######## univ_shift_seq_flat ########
univ_shift_seq_flat/layer_met3.png
The bar under the picture is 20 um long.
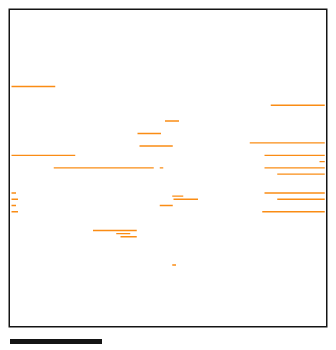

File: config.mk
export PLATFORM = sky130hd
export DESIGN_NAME = univ_shift_seq_flat
export DESIGN_NICKNAME = d
export VERILOG_FILES = /design/src/rtl/univ_shift_pkg.sv /design/src/rtl/univ_shift_seq_if.sv /design/src/rtl/univ_shift_seq_shift_step.sv /design/src/rtl/univ_shift_seq.sv /design/src/flat_wrapper.sv
export SDC_FILE = /design/constraint.sdc
export NUM_CORES = 1
export LEC_CHECK = 0
export CAP_MARGIN = 10
export CORE_MARGIN = 10
export CORE_UTILIZATION = 45
export DETAILED_ROUTE_END_ITERATION = 6
export GPL_TIMING_DRIVEN = 0
export PLACE_DENSITY = 0.76
export SLEW_MARGIN = 40
export SYNTH_ARGS = -nofsm -noshare
export SYNTH_HDL_FRONTEND = slang
export SYNTH_SLANG_ARGS = --single-unit
File: constraint.sdc
create_clock -name clk -period 3.52 [get_ports clk]
set_input_delay 0.704 -clock clk [delete_from_list [all_inputs] [get_ports clk]]
set_output_delay 0.704 -clock clk [all_outputs]
set_load 0.03 [all_outputs]
File: src/rtl/univ_shift_pkg.sv
// Shared definitions for the universal shift register:
// opcodes and FSM state encoding.
package univ_shift_pkg;

   localparam logic [2:0] OP_HOLD  = 3'd0;
   localparam logic [2:0] OP_SHR   = 3'd1;
   localparam logic [2:0] OP_SHL   = 3'd2;
   localparam logic [2:0] OP_ROTR  = 3'd3;
   localparam logic [2:0] OP_ROTL  = 3'd4;
   localparam logic [2:0] OP_ASR   = 3'd5;
   localparam logic [2:0] OP_LOAD  = 3'd6;
   localparam logic [2:0] OP_CLEAR = 3'd7;

   typedef enum logic {
      ST_IDLE = 1'b0,
      ST_RUN  = 1'b1
   } state_t;

endpackage

File: src/rtl/univ_shift_seq_if.sv
// Command/status bundle of the universal shift register.
// master drives commands, slave is the register itself.
interface univ_shift_seq_if #(
   parameter int N = 8
);
   localparam int AW = $clog2(N);

   logic          start;
   logic [2:0]    opr;
   logic [AW-1:0] amt;
   logic [N-1:0]  din;
   logic          sin_r;
   logic          sin_l;
   logic [N-1:0]  q;
   logic          sout_r;
   logic          sout_l;
   logic          busy;
   logic          done;

   modport master (
      output start, opr, amt, din, sin_r, sin_l,
      input  q, sout_r, sout_l, busy, done
   );

   modport slave (
      input  start, opr, amt, din, sin_r, sin_l,
      output q, sout_r, sout_l, busy, done
   );

endinterface

File: src/rtl/univ_shift_seq_shift_step.sv
// Single-step combinational shifter; non-shift opcodes
// pass q through unchanged.
module shift_step
   import univ_shift_pkg::*;
#(
   parameter int N = 8
) (
   input  logic [2:0]   op,
   input  logic [N-1:0] q,
   input  logic         sin_r,
   input  logic         sin_l,
   output logic [N-1:0] q_next
);

   // one bit of movement for the selected opcode
   always_comb begin
      q_next = q;
      case (op)
         OP_SHR:  q_next = {sin_r, q[N-1:1]};
         OP_SHL:  q_next = {q[N-2:0], sin_l};
         OP_ROTR: q_next = {q[0], q[N-1:1]};
         OP_ROTL: q_next = {q[N-2:0], q[N-1]};
         OP_ASR:  q_next = {q[N-1], q[N-1:1]};
         default: q_next = q;
      endcase
   end

endmodule

File: src/rtl/univ_shift_seq.sv
// Universal shift register: multi-bit shifts run one bit
// per clock under a two-state FSM with busy/done handshake.
module univ_shift_seq
   import univ_shift_pkg::*;
#(
   parameter int N = 8
) (
   input  logic           clk,
   input  logic           rst,
   univ_shift_seq_if.slave bus
);

   localparam int AW = $clog2(N);

   state_t        state, state_n;
   logic [N-1:0]  q, q_n, q_step;
   logic [AW-1:0] cnt, cnt_n;
   logic [2:0]    op_r, op_n;
   logic          busy, busy_n;
   logic          done, done_n;
   logic          is_shift;

   shift_step #(.N(N)) u_step (
      .op     (op_r),
      .q      (q),
      .sin_r  (bus.sin_r),
      .sin_l  (bus.sin_l),
      .q_next (q_step)
   );

   assign is_shift = (bus.opr != OP_HOLD) &&
                     (bus.opr != OP_LOAD) &&
                     (bus.opr != OP_CLEAR);

   // state and datapath registers, synchronous active-low reset
   always_ff @(posedge clk) begin
      if (!rst) begin
         state <= ST_IDLE;
         q     <= '0;
         cnt   <= '0;
         op_r  <= OP_HOLD;
         busy  <= 1'b0;
         done  <= 1'b0;
      end else begin
         state <= state_n;
         q     <= q_n;
         cnt   <= cnt_n;
         op_r  <= op_n;
         busy  <= busy_n;
         done  <= done_n;
      end
   end

   // command acceptance in IDLE, one step per edge in RUN
   always_comb begin
      state_n = state;
      q_n     = q;
      cnt_n   = cnt;
      op_n    = op_r;
      busy_n  = 1'b0;
      done_n  = 1'b0;
      case (state)
         ST_IDLE: begin
            if (bus.start) begin
               if (bus.opr == OP_LOAD) begin
                  q_n    = bus.din;
                  done_n = 1'b1;
               end else if (bus.opr == OP_CLEAR) begin
                  q_n    = '0;
                  done_n = 1'b1;
               end else if (!is_shift || bus.amt == '0) begin
                  done_n = 1'b1;
               end else begin
                  op_n    = bus.opr;
                  cnt_n   = bus.amt;
                  busy_n  = 1'b1;
                  state_n = ST_RUN;
               end
            end
         end
         ST_RUN: begin
            q_n    = q_step;
            cnt_n  = cnt - AW'(1);
            busy_n = 1'b1;
            if (cnt == AW'(1)) begin
               busy_n  = 1'b0;
               done_n  = 1'b1;
               state_n = ST_IDLE;
            end
         end
         default: state_n = ST_IDLE;
      endcase
   end

   assign bus.q      = q;
   assign bus.sout_r = q[0];
   assign bus.sout_l = q[N-1];
   assign bus.busy   = busy;
   assign bus.done   = done;

endmodule

File: src/flat_wrapper.sv
// flat-port wrapper written by rule: the top's interface ports become plain ports
module univ_shift_seq_flat import univ_shift_pkg::*;
#(
   parameter int N = 8
)
  (clk, rst, bus_start, bus_opr, bus_amt, bus_din, bus_sin_r, bus_sin_l, bus_q, bus_sout_r, bus_sout_l, bus_busy, bus_done);
  univ_shift_seq_if #(.N(N)) bus_i ();
  input  logic clk;
  input  logic rst;
  input wire logic [$bits(bus_i.start)-1:0] bus_start;
  input wire logic [$bits(bus_i.opr)-1:0] bus_opr;
  input wire logic [$bits(bus_i.amt)-1:0] bus_amt;
  input wire logic [$bits(bus_i.din)-1:0] bus_din;
  input wire logic [$bits(bus_i.sin_r)-1:0] bus_sin_r;
  input wire logic [$bits(bus_i.sin_l)-1:0] bus_sin_l;
  output wire logic [$bits(bus_i.q)-1:0] bus_q;
  output wire logic [$bits(bus_i.sout_r)-1:0] bus_sout_r;
  output wire logic [$bits(bus_i.sout_l)-1:0] bus_sout_l;
  output wire logic [$bits(bus_i.busy)-1:0] bus_busy;
  output wire logic [$bits(bus_i.done)-1:0] bus_done;
  assign bus_i.start = bus_start;
  assign bus_i.opr = bus_opr;
  assign bus_i.amt = bus_amt;
  assign bus_i.din = bus_din;
  assign bus_i.sin_r = bus_sin_r;
  assign bus_i.sin_l = bus_sin_l;
  assign bus_q = bus_i.q;
  assign bus_sout_r = bus_i.sout_r;
  assign bus_sout_l = bus_i.sout_l;
  assign bus_busy = bus_i.busy;
  assign bus_done = bus_i.done;
  univ_shift_seq #(.N(N)) u_core (.clk(clk), .rst(rst), .bus(bus_i));
endmodule
######## kbd_history_7seg ########
`config.mk`:
```
export PLATFORM = sky130hd
export DESIGN_NAME = kbd_history_7seg
export DESIGN_NICKNAME = d
export VERILOG_FILES = /design/src/rtl/kbd_disp_pkg.sv /design/src/rtl/kbd_history_7seg_hex_to_seg.sv /design/src/rtl/kbd_history_7seg.sv
export SDC_FILE = /design/constraint.sdc
export NUM_CORES = 1
export LEC_CHECK = 0
export CAP_MARGIN = 20
export CORE_MARGIN = 4
export CORE_UTILIZATION = 25
export CTS_CLUSTER_SIZE = 40
export DETAILED_ROUTE_END_ITERATION = 6
export PLACE_DENSITY = 0.47
export SLEW_MARGIN = 0
export SYNTH_ARGS = -nofsm -noshare
export SYNTH_HDL_FRONTEND = slang
export SYNTH_SLANG_ARGS = --single-unit
```
`constraint.sdc`:
```
create_clock -name clk -period 5.75 [get_ports clk]
set_input_delay 1.15 -clock clk [delete_from_list [all_inputs] [get_ports clk]]
set_output_delay 1.15 -clock clk [all_outputs]
set_load 0.01 [all_outputs]
```
`src/rtl/kbd_disp_pkg.sv`:
```
// ============================================================================
// Module : kbd_disp_pkg
// Brief  : Shared constants for the keyboard history 7-segment viewer.
// Rev    : 1.0
// ============================================================================
`default_nettype none

package kbd_disp_pkg;

  localparam logic [7:0] SEG_BLANK  = 8'hFF;
  localparam logic [7:0] BREAK_CODE = 8'hF0;

  // Active-low {g,f,e,d,c,b,a} patterns for hex digits 0..F.
  localparam logic [6:0] HEX_SEG [16] = '{
    7'h40, 7'h79, 7'h24, 7'h30, 7'h19, 7'h12, 7'h02, 7'h78,
    7'h00, 7'h10, 7'h08, 7'h03, 7'h46, 7'h21, 7'h06, 7'h0E
  };

endpackage

`default_nettype wire

```
`src/rtl/kbd_history_7seg_hex_to_seg.sv`:
```
// ============================================================================
// Module : hex_to_seg
// Brief  : Combinational nibble to active-low 7-segment pattern.
// Rev    : 1.0
// ============================================================================
`default_nettype none

module hex_to_seg
  import kbd_disp_pkg::*;
(
  input  logic [3:0] i_nibble,
  output logic [6:0] o_seg
);

  assign o_seg = HEX_SEG[i_nibble];

endmodule

`default_nettype wire

```
`src/rtl/kbd_history_7seg.sv`:
```
// ============================================================================
// Module : kbd_history_7seg
// Brief  : Circular history of PS/2 bytes shown as a scrollable hex window on
//          a multiplexed 7-segment display. Define KBD_BREAK_FILTER_EN to drop
//          F0 break prefixes together with the byte that follows them.
// Rev    : 1.0
// ============================================================================
`default_nettype none

module kbd_history_7seg
  import kbd_disp_pkg::*;
#(
  parameter int DEPTH    = 16,
  parameter int NDIG     = 8,
  parameter int SCAN_DIV = 50000
) (
  input  logic                         clk,
  input  logic                         rst,
  input  logic                         byte_valid,
  input  logic [7:0]                   byte_data,
  input  logic                         freeze,
  input  logic                         scroll_up,
  input  logic                         scroll_dn,
  input  logic                         clear,
  output logic [7:0]                   SEG,
  output logic [NDIG-1:0]              AN,
  output logic [$clog2(DEPTH+1)-1:0]   fill
);

  localparam int FW     = $clog2(DEPTH + 1);
  localparam int AW     = (DEPTH > 1) ? $clog2(DEPTH) : 1;
  localparam int PW     = (SCAN_DIV > 1) ? $clog2(SCAN_DIV) : 1;
  localparam int IW     = (NDIG > 1) ? $clog2(NDIG) : 1;
  localparam int MAXOFF = DEPTH - NDIG / 2;

  logic [7:0]      r_mem [DEPTH];
  logic [AW-1:0]   r_wptr;
  logic [FW-1:0]   r_fill;
  logic [FW-1:0]   r_off;
  logic [PW-1:0]   r_presc;
  logic [IW-1:0]   r_idx;
  logic [7:0]      r_seg;
  logic [NDIG-1:0] r_an;

  logic            w_acc;
  logic            w_store;
  logic            w_tick;
  logic [IW-1:0]   w_idx_nxt;
  logic [FW-1:0]   w_age;
  logic [AW-1:0]   w_addr;
  logic [7:0]      w_byte;
  logic [3:0]      w_nib;
  logic [6:0]      w_pat;
  logic            w_blank;
  logic            w_dp_on;
  logic            w_up;
  logic            w_dn;
  logic            w_sticky;
  logic [FW:0]     w_sum;
  logic [FW-1:0]   w_off_nxt;

  assign SEG  = r_seg;
  assign AN   = r_an;
  assign fill = r_fill;

  assign w_acc = byte_valid & ~freeze & ~clear;

`ifdef KBD_BREAK_FILTER_EN
  logic r_pend;

  // A pending break prefix swallows the next accepted byte, whatever it is.
  assign w_store = w_acc & ~r_pend & (byte_data != BREAK_CODE);

  always_ff @(posedge clk or posedge rst) begin
    if (rst)
      r_pend <= 1'b0;
    else if (clear)
      r_pend <= 1'b0;
    else if (w_acc)
      r_pend <= ~r_pend & (byte_data == BREAK_CODE);
  end
`else
  assign w_store = w_acc;
`endif

  always_ff @(posedge clk) begin
    if (w_store)
      r_mem[r_wptr] <= byte_data;
  end

  always_ff @(posedge clk or posedge rst) begin
    if (rst) begin
      r_wptr <= '0;
      r_fill <= '0;
    end else begin
      if (w_store)
        r_wptr <= (r_wptr == AW'(DEPTH - 1)) ? '0 : r_wptr + AW'(1);
      if (clear)
        r_fill <= '0;
      else if (w_store && (r_fill != FW'(DEPTH)))
        r_fill <= r_fill + FW'(1);
    end
  end

  assign w_up     = scroll_up & ~scroll_dn;
  assign w_dn     = scroll_dn & ~scroll_up;
  assign w_sticky = w_store & (r_off != '0);
  assign w_sum    = {1'b0, r_off} + (FW+1)'(w_up) + (FW+1)'(w_sticky);

  // Net step is -1..+2; a down pulse and a sticky bump cancel out.
  always_comb begin
    w_off_nxt = r_off;
    if (clear)
      w_off_nxt = '0;
    else if (w_dn)
      w_off_nxt = (w_sticky || (r_off == '0)) ? r_off : r_off - FW'(1);
    else if (w_sum > (FW+1)'(MAXOFF))
      w_off_nxt = FW'(MAXOFF);
    else
      w_off_nxt = w_sum[FW-1:0];
  end

  always_ff @(posedge clk or posedge rst) begin
    if (rst)
      r_off <= '0;
    else
      r_off <= w_off_nxt;
  end

  assign w_tick    = (r_presc == PW'(SCAN_DIV - 1));
  assign w_idx_nxt = (r_idx == IW'(NDIG - 1)) ? '0 : r_idx + IW'(1);

  // Digit pair k shows age offset+k; address walks back from the newest slot.
  assign w_age   = r_off + FW'(w_idx_nxt >> 1);
  assign w_addr  = (r_wptr - AW'(1) - AW'(w_age)) & AW'(DEPTH - 1);
  assign w_byte  = r_mem[w_addr];
  assign w_nib   = w_idx_nxt[0] ? w_byte[7:4] : w_byte[3:0];
  assign w_blank = (w_age >= r_fill);
  assign w_dp_on = (w_idx_nxt == IW'(NDIG - 1)) && (r_off != '0);

  hex_to_seg u_hex (
    .i_nibble (w_nib),
    .o_seg    (w_pat)
  );

  always_ff @(posedge clk or posedge rst) begin
    if (rst) begin
      r_presc <= '0;
      r_idx   <= '0;
      r_an    <= '1;
      r_seg   <= SEG_BLANK;
    end else if (w_tick) begin
      r_presc <= '0;
      r_idx   <= w_idx_nxt;
      r_an    <= ~(NDIG'(1) << w_idx_nxt);
      r_seg   <= w_blank ? SEG_BLANK : {~w_dp_on, w_pat};
    end else begin
      r_presc <= r_presc + PW'(1);
    end
  end

endmodule

`default_nettype wire
```
######## adc_frame_deserializer ########
File: src/rtl/adc_spi_pkg.sv
// adc_spi_pkg: shared constants and FSM encodings for the ADC SPI path.
// Used by the frame deserializer and by the SPI master.
package adc_spi_pkg;

   // Default frame geometry: one status word followed by NUM_CH channel words.
   localparam int ADC_WORD_BITS   = 32;
   localparam int ADC_DATA_BITS   = 24;
   localparam int ADC_NUM_CH      = 4;

   // Fixed widths of the published results.
   localparam int ADC_STATUS_BITS = 16;
   localparam int ADC_CH_BITS     = 32;

   typedef enum logic [1:0] {
      ST_IDLE    = 2'd0,
      ST_STATUS  = 2'd1,
      ST_CHANNEL = 2'd2
   } adc_state_t;

endpackage

File: src/rtl/adc_word_shifter.sv
// adc_word_shifter: MSB-first serial-to-parallel word assembler.
// Ports:
//   i_clk       - serial clock, rising edge
//   i_rst_n     - synchronous active-low reset
//   i_cs_n      - chip select, active low; high clears the partial word
//   i_miso      - serial data
//   o_word      - word completed on this edge (includes the live bit)
//   o_word_done - high on the edge that samples the last bit of a word
//   o_bit_cnt   - bits already collected for the current word
module adc_word_shifter
   import adc_spi_pkg::*;
#(
   parameter int WORD_BITS = ADC_WORD_BITS
) (
   input  logic                         i_clk,
   input  logic                         i_rst_n,
   input  logic                         i_cs_n,
   input  logic                         i_miso,
   output logic [WORD_BITS-1:0]         o_word,
   output logic                         o_word_done,
   output logic [$clog2(WORD_BITS)-1:0] o_bit_cnt
);

   localparam int CW = $clog2(WORD_BITS);

   logic [WORD_BITS-1:0] r_shift;
   logic [CW-1:0]        r_bit_cnt;
   logic                 w_last;
   logic                 w_unused;

   assign w_last = (r_bit_cnt == CW'(WORD_BITS - 1));

   always_ff @(posedge i_clk) begin
      if (!i_rst_n) begin
         r_shift   <= '0;
         r_bit_cnt <= '0;
      end else if (i_cs_n) begin
         r_shift   <= '0;
         r_bit_cnt <= '0;
      end else begin
         r_shift   <= {r_shift[WORD_BITS-2:0], i_miso};
         r_bit_cnt <= w_last ? '0 : r_bit_cnt + 1'b1;
      end
   end

   // The completing bit is taken live so the word is usable on its own edge;
   // the oldest stored bit is therefore never needed.
   assign o_word      = {r_shift[WORD_BITS-2:0], i_miso};
   assign o_word_done = !i_cs_n && w_last;
   assign o_bit_cnt   = r_bit_cnt;
   assign w_unused    = r_shift[WORD_BITS-1];

endmodule

File: src/rtl/adc_frame_deserializer.sv
// adc_frame_deserializer: assembles status + NUM_CH channel words into a held frame.
// Ports:
//   SPI_SCLK_Temp - serial clock, all logic on rising edge
//   reset_n       - synchronous active-low reset
//   spi_cs_n      - chip select (active low); high aborts any partial frame
//   spi_miso      - ADC serial data, MSB first
//   frame_ack     - consumer acknowledge of the held frame
//   status_word   - upper 16 bits of word 0
//   ch_data       - sign-extended channel results, channel 0 in [31:0]
//   frame_valid   - complete unacknowledged frame held
//   overrun       - sticky, an unacknowledged frame was overwritten
//   frame_count   - completed frames mod 256
//   abort_count   - discarded partial frames, saturating
//   state_dbg     - FSM state encoding
module adc_frame_deserializer
   import adc_spi_pkg::*;
#(
   parameter int WORD_BITS = ADC_WORD_BITS,
   parameter int DATA_BITS = ADC_DATA_BITS,
   parameter int NUM_CH    = ADC_NUM_CH
) (
   input  logic                  SPI_SCLK_Temp,
   input  logic                  reset_n,
   input  logic                  spi_cs_n,
   input  logic                  spi_miso,
   input  logic                  frame_ack,
   output logic [15:0]           status_word,
   output logic [NUM_CH*32-1:0]  ch_data,
   output logic                  frame_valid,
   output logic                  overrun,
   output logic [7:0]            frame_count,
   output logic [7:0]            abort_count,
   output logic [1:0]            state_dbg
);

   localparam int IW = $clog2(NUM_CH + 1);
   localparam int CW = $clog2(WORD_BITS);

   logic [WORD_BITS-1:0]       w_word;
   logic                       w_word_done;
   logic [CW-1:0]              w_bit_cnt;
   logic [DATA_BITS-1:0]       w_data;
   logic                       w_frame_done;
   logic                       w_abort;
   logic                       w_unused;

   adc_state_t                 r_state;
   logic [IW-1:0]              r_word_idx;
   logic [15:0]                r_status_hold;
   logic [DATA_BITS-1:0]       r_hold [NUM_CH];

   logic [15:0]                r_status_word;
   logic [NUM_CH*32-1:0]       r_ch_data;
   logic                       r_frame_valid;
   logic                       r_overrun;
   logic [7:0]                 r_frame_count;
   logic [7:0]                 r_abort_count;

   function automatic logic [31:0] f_sext(input logic [DATA_BITS-1:0] d);
      return {{(32 - DATA_BITS){d[DATA_BITS-1]}}, d};
   endfunction

   adc_word_shifter #(
      .WORD_BITS (WORD_BITS)
   ) u_shifter (
      .i_clk       (SPI_SCLK_Temp),
      .i_rst_n     (reset_n),
      .i_cs_n      (spi_cs_n),
      .i_miso      (spi_miso),
      .o_word      (w_word),
      .o_word_done (w_word_done),
      .o_bit_cnt   (w_bit_cnt)
   );

   // Conversion result sits MSB-aligned; the low pad bits carry nothing.
   assign w_data   = w_word[WORD_BITS-1 -: DATA_BITS];
   assign w_unused = ^w_word[WORD_BITS-DATA_BITS-1:0];

   assign w_frame_done = (r_state == ST_CHANNEL) && w_word_done
                         && (r_word_idx == IW'(NUM_CH));

   // A burst counts as aborted once anything of it has been sampled,
   // including a fresh status word started after a completed frame.
   assign w_abort = spi_cs_n
                    && ((r_state != ST_IDLE) || (w_bit_cnt != '0));

   // Frame sequencing: which word is arriving and where it is parked.
   always_ff @(posedge SPI_SCLK_Temp) begin
      if (!reset_n) begin
         r_state       <= ST_IDLE;
         r_word_idx    <= '0;
         r_status_hold <= '0;
         for (int c = 0; c < NUM_CH; c++) begin
            r_hold[c] <= '0;
         end
      end else if (spi_cs_n) begin
         r_state    <= ST_IDLE;
         r_word_idx <= '0;
      end else begin
         unique case (r_state)
            ST_IDLE, ST_STATUS: begin
               if (w_word_done) begin
                  r_status_hold <= w_word[WORD_BITS-1 -: 16];
                  r_word_idx    <= IW'(1);
                  r_state       <= ST_CHANNEL;
               end else begin
                  r_state <= ST_STATUS;
               end
            end
            ST_CHANNEL: begin
               if (w_word_done) begin
                  for (int c = 0; c < NUM_CH; c++) begin
                     if (r_word_idx == IW'(c + 1)) begin
                        r_hold[c] <= w_data;
                     end
                  end
                  if (r_word_idx == IW'(NUM_CH)) begin
                     r_word_idx <= '0;
                     r_state    <= ST_STATUS;
                  end else begin
                     r_word_idx <= r_word_idx + 1'b1;
                  end
               end
            end
            default: begin
               r_state    <= ST_IDLE;
               r_word_idx <= '0;
            end
         endcase
      end
   end

   // Published frame, handshake and statistics.
   always_ff @(posedge SPI_SCLK_Temp) begin
      if (!reset_n) begin
         r_status_word <= '0;
         r_ch_data     <= '0;
         r_frame_valid <= 1'b0;
         r_overrun     <= 1'b0;
         r_frame_count <= '0;
         r_abort_count <= '0;
      end else begin
         if (w_abort && (r_abort_count != 8'hFF)) begin
            r_abort_count <= r_abort_count + 8'd1;
         end
         if (w_frame_done) begin
            r_status_word <= r_status_hold;
            // Last channel is still on the wire; earlier ones are parked.
            for (int c = 0; c < NUM_CH; c++) begin
               if (c == NUM_CH - 1) begin
                  r_ch_data[c*32 +: 32] <= f_sext(w_data);
               end else begin
                  r_ch_data[c*32 +: 32] <= f_sext(r_hold[c]);
               end
            end
            r_frame_valid <= 1'b1;
            r_frame_count <= r_frame_count + 8'd1;
            // An ack on the completing edge consumes the old frame in time.
            if (r_frame_valid && !frame_ack) begin
               r_overrun <= 1'b1;
            end
         end else if (r_frame_valid && frame_ack) begin
            r_frame_valid <= 1'b0;
         end
      end
   end

   assign status_word = r_status_word;
   assign ch_data     = r_ch_data;
   assign frame_valid = r_frame_valid;
   assign overrun     = r_overrun;
   assign frame_count = r_frame_count;
   assign abort_count = r_abort_count;
   assign state_dbg   = r_state;

endmodule

File: config.mk
export PLATFORM = sky130hd
export DESIGN_NAME = adc_frame_deserializer
export DESIGN_NICKNAME = d
export VERILOG_FILES = /design/src/rtl/adc_spi_pkg.sv /design/src/rtl/adc_word_shifter.sv /design/src/rtl/adc_frame_deserializer.sv
export SDC_FILE = /design/constraint.sdc
export NUM_CORES = 1
export LEC_CHECK = 0
export ABC_AREA = 1
export CAP_MARGIN = 30
export CORE_ASPECT_RATIO = 0.7
export CORE_UTILIZATION = 52
export DETAILED_ROUTE_END_ITERATION = 8
export PLACE_DENSITY = 0.79
export RECOVER_POWER = 50
export SLEW_MARGIN = 30
export SYNTH_ARGS = -nofsm -noshare
export SYNTH_HDL_FRONTEND = slang
export SYNTH_HIERARCHICAL = 1
export SYNTH_SLANG_ARGS = --single-unit
File: constraint.sdc
create_clock -name SPI_SCLK_Temp -period 4.17 [get_ports SPI_SCLK_Temp]
set_input_delay 0.834 -clock SPI_SCLK_Temp [delete_from_list [all_inputs] [get_ports SPI_SCLK_Temp]]
set_output_delay 0.834 -clock SPI_SCLK_Temp [all_outputs]
set_load 0.01 [all_outputs]
######## uart_rx_fifo_flat ########
`src/rtl/uart_rx_fifo_if.sv`:
```
// Host-side read port of the UART receive FIFO.
//   rd_data  : {overrun_tag, framing_tag, byte} at the FIFO head
//   rd_valid : FIFO holds at least one entry
//   rd_ready : host pop request; a pop happens when rd_valid & rd_ready
// slave  : FIFO side (drives rd_data/rd_valid)
// master : host side (drives rd_ready)
interface uart_rx_fifo_if;
    logic [9:0] rd_data;
    logic       rd_valid;
    logic       rd_ready;

    modport slave (
        output rd_data,
        output rd_valid,
        input  rd_ready
    );

    modport master (
        input  rd_data,
        input  rd_valid,
        output rd_ready
    );
endinterface

```
`src/rtl/uart_rx_fifo.sv`:
```
// UART receive FIFO: drains the receiver's single-byte holding buffer into a
// DEPTH-entry first-word-fall-through FIFO, tagging each byte with the
// receiver's overrun and framing-error status at capture time.
//
// Ports:
//   clk, rst_n          clock, asynchronous active-low reset
//   rx_data             byte from the receiver holding buffer
//   rx_data_valid       receiver holding buffer full
//   rx_overrun          receiver overrun indication (tag bit 9)
//   rx_framing_err      receiver sticky framing error (tag bit 8)
//   host_ready          one-cycle unload pulse back to the receiver
//   clear_framing_err   one-cycle clear pulse back to the receiver
//   rd                  host read port (rd_data / rd_valid / rd_ready)
//   count               occupancy, 0..DEPTH
//   full                count == DEPTH
//   irq_level           count >= THRESH
//   overflow_seen       sticky: some captured entry carried overrun_tag=1
//   clear_status        clears overflow_seen (a same-cycle set wins)
module uart_rx_fifo #(
    parameter int unsigned DEPTH  = 16,
    parameter int unsigned AW     = $clog2(DEPTH),
    parameter int unsigned THRESH = 8
) (
    input  logic          clk,
    input  logic          rst_n,
    input  logic [7:0]    rx_data,
    input  logic          rx_data_valid,
    input  logic          rx_overrun,
    input  logic          rx_framing_err,
    output logic          host_ready,
    output logic          clear_framing_err,
    uart_rx_fifo_if.slave rd,
    output logic [AW:0]   count,
    output logic          full,
    output logic          irq_level,
    output logic          overflow_seen,
    input  logic          clear_status
);

    localparam int unsigned CW = AW + 1;

    typedef struct packed {
        logic       overrun;
        logic       framing;
        logic [7:0] data;
    } entry_t;

    typedef enum logic [1:0] {
        S_WAIT = 2'd0,
        S_ACK  = 2'd1,
        S_HOLD = 2'd2
    } state_t;

    state_t         state;
    entry_t         mem [DEPTH];
    logic [AW-1:0]  wr_ptr;
    logic [AW-1:0]  rd_ptr;
    logic           wr_en;
    logic           pop;
    entry_t         wr_entry;

    // Capture only from WAIT; ACK/HOLD give the receiver time to unload/reload.
    assign wr_en    = (state == S_WAIT) && rx_data_valid && !full;
    assign pop      = rd.rd_valid && rd.rd_ready;
    assign wr_entry = '{overrun: rx_overrun, framing: rx_framing_err, data: rx_data};

    // Status derived from the registered occupancy counter.
    assign full        = (count == CW'(DEPTH));
    assign irq_level   = (count >= CW'(THRESH));
    assign rd.rd_valid = (count != '0);
    assign rd.rd_data  = mem[rd_ptr];

    // Capture handshake FSM; outputs registered so they are high exactly in ACK.
    always_ff @(posedge clk or negedge rst_n) begin
        if (!rst_n) begin
            state             <= S_WAIT;
            host_ready        <= 1'b0;
            clear_framing_err <= 1'b0;
        end else begin
            case (state)
                S_WAIT: begin
                    if (wr_en) begin
                        state             <= S_ACK;
                        host_ready        <= 1'b1;
                        clear_framing_err <= 1'b1;
                    end
                end
                S_ACK: begin
                    state             <= S_HOLD;
                    host_ready        <= 1'b0;
                    clear_framing_err <= 1'b0;
                end
                S_HOLD: begin
                    state <= S_WAIT;
                end
                default: begin
                    state             <= S_WAIT;
                    host_ready        <= 1'b0;
                    clear_framing_err <= 1'b0;
                end
            endcase
        end
    end

    // Storage: contents need no reset, they are only visible while count != 0.
    always_ff @(posedge clk) begin
        if (wr_en) begin
            mem[wr_ptr] <= wr_entry;
        end
    end

    // Pointers wrap naturally at DEPTH since DEPTH is a power of two.
    always_ff @(posedge clk or negedge rst_n) begin
        if (!rst_n) begin
            wr_ptr <= '0;
            rd_ptr <= '0;
        end else begin
            if (wr_en) begin
                wr_ptr <= wr_ptr + AW'(1);
            end
            if (pop) begin
                rd_ptr <= rd_ptr + AW'(1);
            end
        end
    end

    // Occupancy: unchanged when a write and a pop coincide.
    always_ff @(posedge clk or negedge rst_n) begin
        if (!rst_n) begin
            count <= '0;
        end else if (wr_en && !pop) begin
            count <= count + CW'(1);
        end else if (!wr_en && pop) begin
            count <= count - CW'(1);
        end
    end

    // Sticky overrun flag; a capture with overrun beats a simultaneous clear.
    always_ff @(posedge clk or negedge rst_n) begin
        if (!rst_n) begin
            overflow_seen <= 1'b0;
        end else if (wr_en && rx_overrun) begin
            overflow_seen <= 1'b1;
        end else if (clear_status) begin
            overflow_seen <= 1'b0;
        end
    end

endmodule

```
`src/flat_wrapper.sv`:
```
// flat-port wrapper written by rule: the top's interface ports become plain ports
module uart_rx_fifo_flat 
#(
    parameter int unsigned DEPTH  = 16,
    parameter int unsigned AW     = $clog2(DEPTH),
    parameter int unsigned THRESH = 8
)
  (clk, rst_n, rx_data, rx_data_valid, rx_overrun, rx_framing_err, host_ready, clear_framing_err, count, full, irq_level, overflow_seen, clear_status, rd_rd_data, rd_rd_valid, rd_rd_ready);
  uart_rx_fifo_if rd_i ();
  input  logic clk;
  input  logic rst_n;
  input  logic [7:0] rx_data;
  input  logic rx_data_valid;
  input  logic rx_overrun;
  input  logic rx_framing_err;
  output logic host_ready;
  output logic clear_framing_err;
  output logic [AW:0] count;
  output logic full;
  output logic irq_level;
  output logic overflow_seen;
  input  logic clear_status;
  output wire logic [$bits(rd_i.rd_data)-1:0] rd_rd_data;
  output wire logic [$bits(rd_i.rd_valid)-1:0] rd_rd_valid;
  input wire logic [$bits(rd_i.rd_ready)-1:0] rd_rd_ready;
  assign rd_rd_data = rd_i.rd_data;
  assign rd_rd_valid = rd_i.rd_valid;
  assign rd_i.rd_ready = rd_rd_ready;
  uart_rx_fifo #(.DEPTH(DEPTH), .AW(AW), .THRESH(THRESH)) u_core (.clk(clk), .rst_n(rst_n), .rx_data(rx_data), .rx_data_valid(rx_data_valid), .rx_overrun(rx_overrun), .rx_framing_err(rx_framing_err), .host_ready(host_ready), .clear_framing_err(clear_framing_err), .rd(rd_i), .count(count), .full(full), .irq_level(irq_level), .overflow_seen(overflow_seen), .clear_status(clear_status));
endmodule
```
`config.mk`:
```
export PLATFORM = sky130hd
export DESIGN_NAME = uart_rx_fifo_flat
export DESIGN_NICKNAME = d
export VERILOG_FILES = /design/src/rtl/uart_rx_fifo_if.sv /design/src/rtl/uart_rx_fifo.sv /design/src/flat_wrapper.sv
export SDC_FILE = /design/constraint.sdc
export NUM_CORES = 1
export LEC_CHECK = 0
export ABC_AREA = 1
export CELL_PAD_IN_SITES_DETAIL_PLACEMENT = 0
export CELL_PAD_IN_SITES_GLOBAL_PLACEMENT = 2
export CORE_ASPECT_RATIO = 1.25
export CORE_MARGIN = 8
export CORE_UTILIZATION = 43
export CTS_CLUSTER_DIAMETER = 30
export DETAILED_ROUTE_END_ITERATION = 7
export PLACE_DENSITY_LB_ADDON = 0.1
export SLEW_MARGIN = 20
export SYNTH_ARGS = -nofsm -noshare
export SYNTH_HDL_FRONTEND = slang
export SYNTH_SLANG_ARGS = --single-unit
```
`constraint.sdc`:
```
create_clock -name clk -period 3.6 [get_ports clk]
set_input_delay 0.72 -clock clk [delete_from_list [all_inputs] [get_ports clk]]
set_output_delay 0.72 -clock clk [all_outputs]
set_load 0.01 [all_outputs]
```
univ_shift_seq_flat/clocks.png
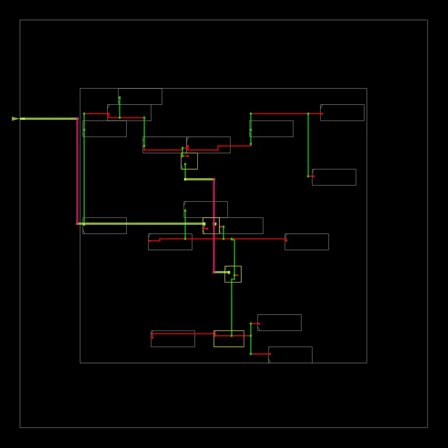
registers: 16
clock sink count: 16
final-layout clock buffer total: 4
clk latency late pin: 0.29 ns

Notes on univ_shift_seq_flat/layer_met3.png above:
The layer holds 6.7% of the routed length. The wires run mostly horizontal. The longest straight run is 21.4 um.

==> impl_metrics.toml, univ_shift_seq_flat <==
# flow metrics
[status]
status = "complete, no violations"

[clocking]
clock_root_buffer = "clkbuf_4"
clock_tree.buffer_depth = 2

[routing]
detail_route.first_pass.iterations = 4
drt-vias-per-instance = 5.49

[die]
rows = 17

[cells_and_area]
finish.utilization_pct = 64.3
n_fill_cell = 203
logic_gates = 96

[setup_path]
setup.reg_to_reg.worst_slack_ns = 1.96
worstPathArrival_ns = 1.51
critical_path.endpoint_type = "output pin"
sequence_of_cells_on_the_critical_path = "buf_4, clkdlybuf4s50_1"

[final_timing]
max_clock_freq_mhz = 451
skew_ns = 0.00130
maxSlewHeadroom_pct = 60.4

[pwr]
combPwrFrac_pct = 34.4

[synthesis]
post_synth_instance_area_um2 = 1060
synth-edff-count = 0

[global_routing]
groute.layer.met1.usage_pct = 13.6
[univ_shift_seq_flat: state kept, by name (all words and copies together), names as in the netlist]
register / count
u_core.bus.q: 8
u_core.state: 1
u_core.op_r: 3
u_core.cnt: 3
u_core.bus.done: 1
[univ_shift_seq_flat: logic make-up after synthesis]
family	synth area share, %
AND/OR/NAND/NOR	22.2
adder cells (fa/ha/maj)	2.35
XOR/XNOR	0.823
buffers and inverters	10.3
AND-OR/OR-AND	24.1
multiplexers	10.1
flip-flops	30.1
[univ_shift_seq_flat: worst max-delay path by stage]
stage | startpoint | end | slack (ns)
after floorplan | bus_opr[1] | u_core.cnt[1]$_SDFFE_PN0P_ | 1.78
after global placement | bus_opr[1] | u_core.bus.q[7]$_SDFFE_PN0P_ | 1.20
after detailed placement | bus_opr[2] | u_core.bus.q[7]$_SDFFE_PN0P_ | 1.20
after CTS | u_core.bus.q[0]$_SDFFE_PN0P_ | bus_q[0] | 1.29
after global routing | u_core.bus.q[0]$_SDFFE_PN0P_ | bus_q[0] | 1.25
final | u_core.bus.q[0]$_SDFFE_PN0P_ | bus_q[0] | 1.30
adc_frame_deserializer/layer_met3.png
The bar under the picture is 50 um long.
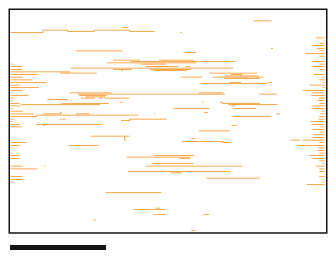
The layer holds 9.0% of the routed length. 148 nets have wire on it.
Total Routed Length: 21100 um
via count of the routed design: 7061
met3 global-route usage: 5.40%

==> impl_metrics.toml, adc_frame_deserializer <==
# flow metrics
[final_timing]
timing.setup.tns_ns = 0

[min_path]
min_path_type = "flip-flop to flip-flop"

[pwr]
p_leak_nw = 4.48

[clocking]
clock_root_buffer = "clkbuf_16"
clkSlewWorstSetupHoldPaths_ns = 0.06

[global_routing]
groute.usage.overall_pct = 22.3
grt.overflow.total = 0
groute.layer.met1.usage_pct = 32.9
grt_util_met2_pct = 33.4

[run]
max_capacitance_violation_count = 0

[die]
top_level_i_o_count = 169
num_tap_cells = 236
rows = 41

[cells_and_area]
final_area_um2 = 11800
mostFrequentLayoutCell = "nor2_1"
clockNetworkAreaShare_pct = 6.49
logic_gates = 600
seq_share_pct = 50.1
comb_area_um2 = 2700
combinational_fraction_of_the_cell_area_pct = 22.9

[placed_design]
place.gp.congestion = 0.805
port-buffer-count = 168
detailedPlacementHpwl_um = 13800

[routing]
antenna_left = 0
remaining_drc_errors = 0
dr_wl_met2_um = 9040
post_drt_wl_per_cell_um = 14.8

[synthesis]
post_synth_instance_area_um2 = 9560

[setup_path]
crit_path_max_fanout = 24
critical_path.endpoint_type = "flip-flop"
cp-start-kind = "primary input"

[status]
status = "complete, no violations"
[adc_frame_deserializer: registers in the layout, summed over array words and instances, names as in the netlist]
signal,count
ch_data,96
abort_count,8
overrun,1
r_hold,72
frame_valid,1
u_shifter/o_bit_cnt,5
status_word,16
u_shifter/r_shift,31
state_dbg,2
frame_count,8
r_word_idx,3
r_status_hold,16
[adc_frame_deserializer: power by group]
group | leakage (nW) | switching [mW] | internal [mW] | total (mW)
Combinational | 1.92 | 0.0695 | 0.0241 | 0.0935
Clock | 0.369 | 0.899 | 1.23 | 2.12
Sequential | 2.19 | 0.0142 | 2.62 | 2.63
Total | 4.48 | 0.983 | 3.87 | 4.85
[adc_frame_deserializer: final timing paths]
kind	slack, ns	end	depth (start not counted)	startpoint
max	1.17	r_hold[0][16]$_SDFFCE_PN0P_	5	spi_cs_n
min	0.41	u_shifter/r_shift[2]$_SDFF_PP0_	2	u_shifter/r_shift[1]$_SDFF_PP0_
max reg2reg	1.23	r_hold[0][16]$_SDFFCE_PN0P_	9	u_shifter/o_bit_cnt[0]$_SDFF_PP0_
min reg2reg	0.41	u_shifter/r_shift[2]$_SDFF_PP0_	2	u_shifter/r_shift[1]$_SDFF_PP0_
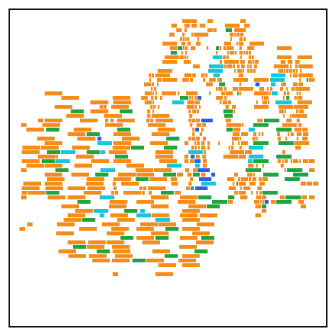
kbd_history_7seg/sizes.png
Green stands for _2 cells, cells 65, share 11%, most used mux4_2. Blue stands for _3 and _4 cells, cells 12, share 1.9%, most used buf_4. Orange stands for _0 and _1 cells, cells 513, share 83%, most used edfxtp_1. Cyan stands for _6 and larger, cells 29, share 4.7%, most used clkbuf_16.
non-clock buffer count: 42
Layout Cell Area excl Fill: 9710 um^2

==> impl_metrics.toml, kbd_history_7seg <==
# flow metrics
[status]
status = "complete, no violations"

[cells_and_area]
num_antenna_cells = 0
ff_count = 177
combinational_fraction_of_the_cell_area_pct = 30.8
comb_area_um2 = 2990
n_fill_cell = 3291

[setup_path]
start_to_end_type_of_the_worst_setup_path = "flip-flop to flip-flop"

[final_timing]
finalHoldWorstSlack_ns = 0.454
final-hold-violation-count = 0

[clocking]
clk_latency_late_pin_ns = 0.42
numCtsBuffers = 17

[placed_design]
placed_cells_incl_taps = 1030

[synthesis]
ys_seq_share_pct = 61.3
area_share_of_the_largest_cell_type_after_synthesis_pct = 46.3
synth.yosys.chip_area_um2 = 8310

[pwr]
p_leak_nw = 3.38
combPwrFrac_pct = 40.8
==> kbd_history_7seg: metal layers <==
metal	GRT usage, %	share of wire [%]	vias up
met2	15.5	46	90
met1	14.9	48	2364
met5	0	0	-
li1	-	-	2263
met4	2.82	0.89	0
met3	2.25	4.9	12
==> kbd_history_7seg: worst max path at each step <==
stage | end | from | cells past startpoint | slack, ns
2_1_floorplan | SEG[1]$_DFFE_PP1N_ | r_idx[0]$_DFFE_PP0N_ | 23 | 0.94
3_5_place_dp | SEG[1]$_DFFE_PP1N_ | r_idx[0]$_DFFE_PP0N_ | 21 | 0.38
3_3_place_gp | SEG[1]$_DFFE_PP1N_ | r_idx[0]$_DFFE_PP0N_ | 21 | 0.64
4_1_cts | SEG[1]$_DFFE_PP1N_ | r_idx[0]$_DFFE_PP0N_ | 21 | 0.37
6_report | SEG[1]$_DFFE_PP1N_ | r_idx[0]$_DFFE_PP0N_ | 21 | 0.54
5_1_grt | SEG[1]$_DFFE_PP1N_ | r_idx[0]$_DFFE_PP0N_ | 21 | 0.15
==> kbd_history_7seg: flip-flops by register name (all words and copies together), names as in the netlist <==
name / count
SEG: 8
r_idx: 3
r_wptr: 4
r_off: 5
r_mem: 128
r_presc: 16
AN: 8
fill: 5
uart_rx_fifo_flat/clocks.png
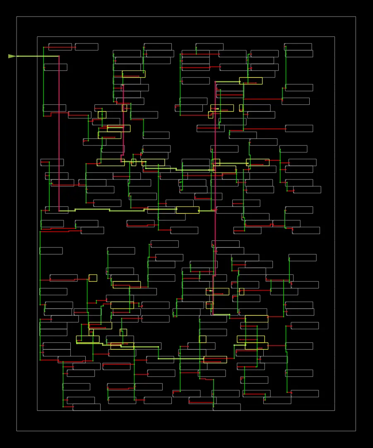
registers: 177
TritonCTS buffer count: 17

uart_rx_fifo_flat/layer_met1.png
The bar under the picture is 50 um long. Cells faint in the background.
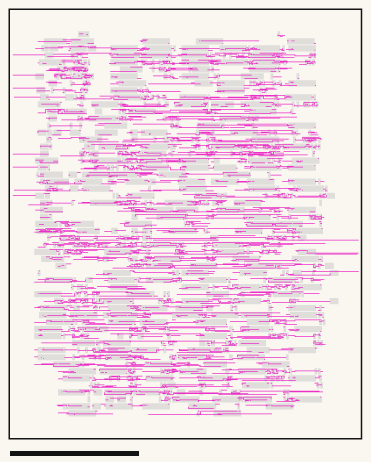
The layer carries 8210 um of wire. The layer holds 44% of the routed length. 779 nets have wire on it.

==> impl_metrics.toml, uart_rx_fifo_flat <==
# flow metrics
[global_routing]
global_route_wire_length_before_repair_um = 28700

[setup_path]
critical_path.endpoint_type = "output pin"
critPathSlowestCell = "dfrtp_4"

[routing]
vias = 5133
detail_route.first_pass.iterations = 4

[clocking]
clkSlewWorstSetupHoldPaths_ns = 0.07
cts_sinks = 177

[synthesis]
list_of_most_frequent_post_synthesis_cells = "nand2_1, edfxtp_1, inv_1, nor2_1, nand3_1"
asyncSetResetFlopFracSynth_pct = 9.60

[final_timing]
timing.setup.tns_ns = 0

[placed_design]
detailedPlacementHpwl_um = 12000

[cells_and_area]
n_fill_cell = 1646
final_area_um2 = 8980
non_clock_buffer_count = 60
largest_register_ffs = 160
final-nonclk-buf-share_pct = 6.27

[status]
status = "complete, no violations"

[die]
top_level_i_o_count = 36
==> uart_rx_fifo_flat: metal layers <==
layer  wire length, um  global-route usage (%)
met3               869                    3.90
met4               443                    6.58
met2              9120                    27.6
met1              8210                    22.0
met5                 0                       0
==> uart_rx_fifo_flat: path summary, 6_finish.rpt <==
check	start	end	slack [ns]	cells after the start
setup / recovery	u_core.rd_ptr[0]$_DFFE_PN0P_	rd_rd_data[9]	0.32	8
hold / removal	u_core.state[1]$_DFFE_PN0P_	u_core.state[1]$_DFFE_PN0P_	0.43	1
setup reg to reg	u_core.count[0]$_DFFE_PN0P_	u_core.count[4]$_DFFE_PN0P_	1.25	12
hold reg to reg	u_core.state[1]$_DFFE_PN0P_	u_core.state[1]$_DFFE_PN0P_	0.43	1
max in group asynchronous	rst_n	u_core.rd_ptr[0]$_DFFE_PN0P_	2.23	1
min in group asynchronous	rst_n	u_core.wr_ptr[3]$_DFFE_PN0P_	0.76	1
==> uart_rx_fifo_flat: power by group <==
part | leakage [nW] | internal, mW | switching [mW]
Combinational | 1.84 | 0.953 | 1.61
Clock | 0.283 | 1.09 | 0.779
Sequential | 1.65 | 2.44 | 0.168

==> gallery <==
Met2 routing.
panel A
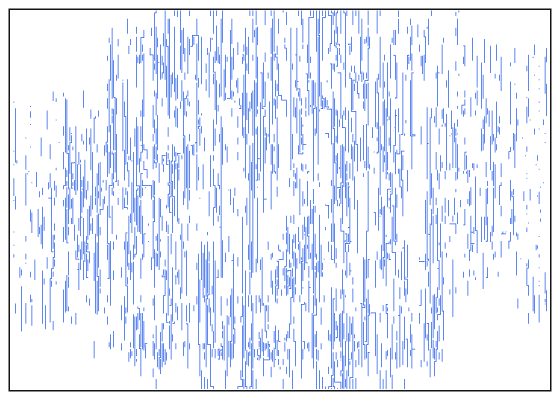
panel B
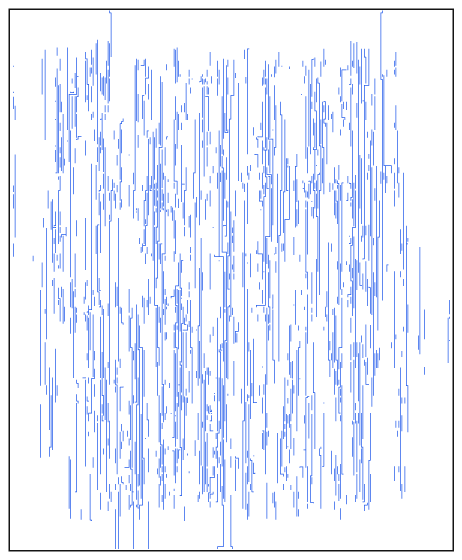
panel C
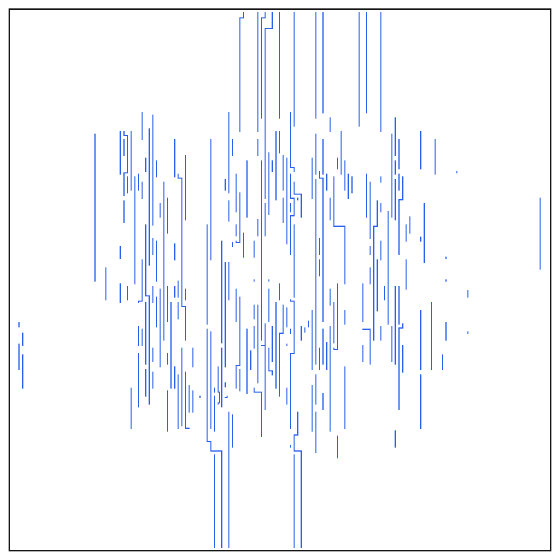
panel D
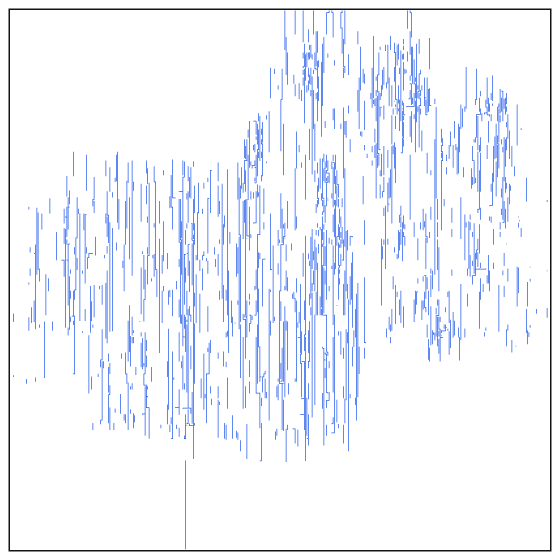
| from | picture |
|---|---|
| uart_rx_fifo_flat | panel B |
| kbd_history_7seg | panel D |
| univ_shift_seq_flat | panel C |
| adc_frame_deserializer | panel A |


######## swizzle_writeback ########
$ cat src/rtl/swizzle_writeback.sv
// Destination swizzle and masked commit of a 3-component result into the
// vector register file. One request in flight; partial writes go through a
// read-modify-write, full writes go straight to the write port.
module swizzle_writeback #(
  parameter int WIDTH  = 32,
  parameter int ADDR_W = 7
) (
  input  logic              Clock,
  input  logic              Reset,
  input  logic              iValid,
  output logic              oReady,
  input  logic [ADDR_W-1:0] iDestAddr,
  input  logic [2:0]        iDeswizzle,
  input  logic [2:0]        iWriteMask,
  input  logic [WIDTH-1:0]  iResult_X,
  input  logic [WIDTH-1:0]  iResult_Y,
  input  logic [WIDTH-1:0]  iResult_Z,
  output logic              oRF_ReadEnable,
  output logic [ADDR_W-1:0] oRF_ReadAddr,
  input  logic [WIDTH-1:0]  iRF_Data_X,
  input  logic [WIDTH-1:0]  iRF_Data_Y,
  input  logic [WIDTH-1:0]  iRF_Data_Z,
  output logic              oRF_WriteEnable,
  output logic [ADDR_W-1:0] oRF_WriteAddr,
  output logic [WIDTH-1:0]  oRF_Data_X,
  output logic [WIDTH-1:0]  oRF_Data_Y,
  output logic [WIDTH-1:0]  oRF_Data_Z,
  output logic              oDone,
  output logic              oError
);

  typedef enum logic [2:0] {
    S_IDLE   = 3'd0,
    S_RD_REQ = 3'd1,
    S_RD_CAP = 3'd2,
    S_WR     = 3'd3,
    S_DONE   = 3'd4
  } state_t;

  state_t r_state;
  state_t w_next;

  logic              r_ready;
  logic              r_rd_en;
  logic              r_wr_en;
  logic              r_done;
  logic              r_error;
  logic [ADDR_W-1:0] r_rd_addr;
  logic [ADDR_W-1:0] r_wr_addr;
  logic [WIDTH-1:0]  r_wdata_x;
  logic [WIDTH-1:0]  r_wdata_y;
  logic [WIDTH-1:0]  r_wdata_z;

  // Request context held for the read-modify-write path
  logic [ADDR_W-1:0] r_addr;
  logic [2:0]        r_emask;
  logic [WIDTH-1:0]  r_d_x;
  logic [WIDTH-1:0]  r_d_y;
  logic [WIDTH-1:0]  r_d_z;

  logic              w_accept;
  logic              w_illegal;
  logic [2:0]        w_m;
  logic [2:0]        w_e;
  logic [WIDTH-1:0]  w_d_x;
  logic [WIDTH-1:0]  w_d_y;
  logic [WIDTH-1:0]  w_d_z;
  logic [WIDTH-1:0]  w_mrg_x;
  logic [WIDTH-1:0]  w_mrg_y;
  logic [WIDTH-1:0]  w_mrg_z;

  assign w_accept = iValid && (r_state == S_IDLE);
  assign w_e      = iWriteMask & w_m;

  // Deswizzle the incoming result; components outside the op mask are don't-care
  always_comb begin
    w_d_x     = '0;
    w_d_y     = '0;
    w_d_z     = '0;
    w_m       = 3'b000;
    w_illegal = 1'b0;
    case (iDeswizzle)
      3'd0: begin w_d_x = iResult_X; w_d_y = iResult_Y; w_d_z = iResult_Z; w_m = 3'b111; end
      3'd1: begin w_d_x = iResult_Y; w_d_y = iResult_X; w_d_z = iResult_Z; w_m = 3'b111; end
      3'd2: begin w_d_x = iResult_X; w_m = 3'b001; end
      3'd3: begin w_d_y = iResult_Y; w_m = 3'b010; end
      3'd4: begin w_d_z = iResult_Z; w_m = 3'b100; end
      3'd5: begin w_d_x = iResult_X; w_d_y = iResult_X; w_d_z = iResult_X; w_m = 3'b111; end
      default: w_illegal = 1'b1;
    endcase
  end

  // Merge new components over the read-back register contents
  always_comb begin
    w_mrg_x = r_emask[0] ? r_d_x : iRF_Data_X;
    w_mrg_y = r_emask[1] ? r_d_y : iRF_Data_Y;
    w_mrg_z = r_emask[2] ? r_d_z : iRF_Data_Z;
  end

  // Next-state decision
  always_comb begin
    w_next = r_state;
    case (r_state)
      S_IDLE: begin
        if (iValid) begin
          if (w_illegal || (w_e == 3'b000)) w_next = S_DONE;
          else if (w_e == 3'b111)           w_next = S_WR;
          else                              w_next = S_RD_REQ;
        end
      end
      S_RD_REQ: w_next = S_RD_CAP;
      S_RD_CAP: w_next = S_WR;
      S_WR:     w_next = S_DONE;
      S_DONE:   w_next = S_IDLE;
      default:  w_next = S_IDLE;
    endcase
  end

  // State, registered outputs and request context; strobes follow the next state
  always_ff @(posedge Clock or posedge Reset) begin
    if (Reset) begin
      r_state   <= S_IDLE;
      r_ready   <= 1'b1;
      r_rd_en   <= 1'b0;
      r_wr_en   <= 1'b0;
      r_done    <= 1'b0;
      r_error   <= 1'b0;
      r_rd_addr <= '0;
      r_wr_addr <= '0;
      r_wdata_x <= '0;
      r_wdata_y <= '0;
      r_wdata_z <= '0;
      r_addr    <= '0;
      r_emask   <= '0;
      r_d_x     <= '0;
      r_d_y     <= '0;
      r_d_z     <= '0;
    end else begin
      r_state <= w_next;
      r_ready <= (w_next == S_IDLE);
      r_rd_en <= (w_next == S_RD_REQ);
      r_wr_en <= (w_next == S_WR);
      r_done  <= (w_next == S_DONE);
      r_error <= w_accept && w_illegal;
      if (w_accept) begin
        r_addr  <= iDestAddr;
        r_emask <= w_e;
        r_d_x   <= w_d_x;
        r_d_y   <= w_d_y;
        r_d_z   <= w_d_z;
      end
      if (w_accept && (w_next == S_RD_REQ)) r_rd_addr <= iDestAddr;
      if (w_next == S_WR) r_wr_addr <= w_accept ? iDestAddr : r_addr;
      if (w_accept && (w_next == S_WR)) begin
        r_wdata_x <= w_d_x;
        r_wdata_y <= w_d_y;
        r_wdata_z <= w_d_z;
      end else if (r_state == S_RD_CAP) begin
        r_wdata_x <= w_mrg_x;
        r_wdata_y <= w_mrg_y;
        r_wdata_z <= w_mrg_z;
      end
    end
  end

  assign oReady          = r_ready;
  assign oRF_ReadEnable  = r_rd_en;
  assign oRF_ReadAddr    = r_rd_addr;
  assign oRF_WriteEnable = r_wr_en;
  assign oRF_WriteAddr   = r_wr_addr;
  assign oRF_Data_X      = r_wdata_x;
  assign oRF_Data_Y      = r_wdata_y;
  assign oRF_Data_Z      = r_wdata_z;
  assign oDone           = r_done;
  assign oError          = r_error;

endmodule

$ cat config.mk
export PLATFORM = sky130hd
export DESIGN_NAME = swizzle_writeback
export DESIGN_NICKNAME = d
export VERILOG_FILES = /design/src/rtl/swizzle_writeback.sv
export SDC_FILE = /design/constraint.sdc
export NUM_CORES = 1
export LEC_CHECK = 0
export CAP_MARGIN = 20
export CORE_MARGIN = 3
export CORE_UTILIZATION = 25
export DETAILED_ROUTE_END_ITERATION = 12
export GPL_ROUTABILITY_DRIVEN = 1
export SYNTH_ARGS = -nofsm -noshare
export SYNTH_HDL_FRONTEND = slang
export SYNTH_SLANG_ARGS = --single-unit
$ cat constraint.sdc
create_clock -name Clock -period 12.3 [get_ports Clock]
set_clock_uncertainty 0.05 [all_clocks]
set_input_delay 3.69 -clock Clock [delete_from_list [all_inputs] [get_ports Clock]]
set_output_delay 3.69 -clock Clock [all_outputs]
set_load 0.005 [all_outputs]
==> impl_metrics.toml <==
# flow metrics
[setup_path]
required_arrival_time_at_the_worst_endpoint_ns = 12.71
start_to_end_type_of_the_worst_setup_path = "primary input to flip-flop"

[status]
status = "complete, no violations"

[routing]
antenna_left = 0
totalWireLength_um = 50400

[global_routing]
gr-max-usage-layer = "met2"

[pwr]
seq-power_mw = 1.36
netSwitchingPower_mw = 1.34
power_top_consumer = "combinational cells"

[final_timing]
timing.final.setup_violations = 0
worst_pin_slew_ns = 1.16

[clocking]
total_of_cells_resized_after_clock_tree_synthesis = 0
htree_num_levels = 1

[synthesis]
avgSynthCellArea_um2 = 9.79
fp_nets = 1430

[cells_and_area]
layout.nets = 1686
finish.utilization_pct = 35.6
[area by class of cell]
| class | count | area (um^2) | area share (%) |
|---|---|---|---|
| clock buffers | 44 | 862 | 5.16 |
| multi-input cells | 877 | 5910 | 35.4 |
| inverters | 7 | 33.8 | 0.202 |
| well taps | 607 | 759 | 4.55 |
| flip-flops and latches | 224 | 5610 | 33.6 |
| clock inverters | 9 | 149 | 0.892 |
| diodes | 5 | 12.5 | 0.0749 |
| repair buffers | 339 | 3360 | 20.1 |
[state kept, by name, summed over array words and instances, names as in the netlist, 3 cells and up]
signal         cells
r_d_y             32
r_addr             7
r_d_z             32
r_emask            3
oRF_Data_X        32
oRF_ReadAddr       7
oRF_WriteAddr      7
r_d_x             32
oRF_Data_Y        32
oRF_Data_Z        32
r_state            3
[critical path, stage by stage]
cell and delay, ns:
buf_4 0.29, buf_4 0.55, nand2b_1 0.33, nand3_4 0.47
buf_4 0.66, mux2_2 0.41, o21ai_0 0.17
[kinds of logic after synthesis]
kind of cell	count (synthesis)	synth area share, %
simple gates	308	12.6
buf+inv	121	4.07
compound gates	394	20.7
xor+xnor	1	0.0732
mux	174	15.6
flops	224	46.9
swizzle_writeback/clocks.png
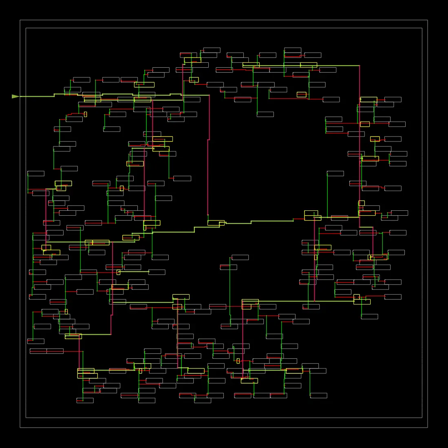
clock sink count: 224
power drawn by the clock network: 893 uW
registers: 224
TritonCTS buffer count: 29
final-layout clock buffer total: 44



==> screenshots <==
Metal 3.
The bar under the picture is 50 um long.
Plate I
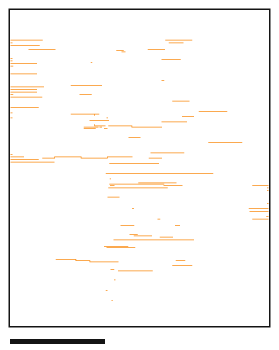
Plate II
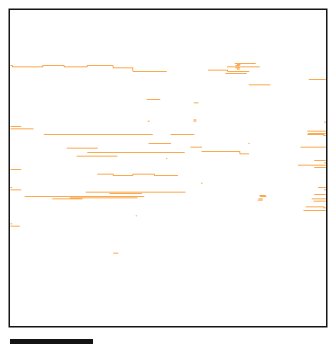
Plate III
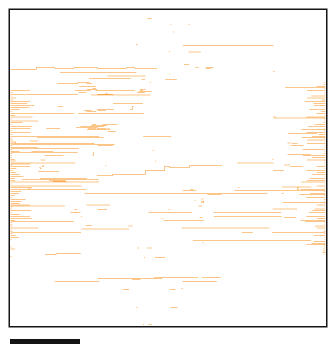
Plate II: kbd_history_7seg
Plate III: swizzle_writeback
Plate I: uart_rx_fifo_flat
Of these, largest die: Plate III
Of these, smallest die: Plate I

Power is estimated from default activity; no workload was simulated.
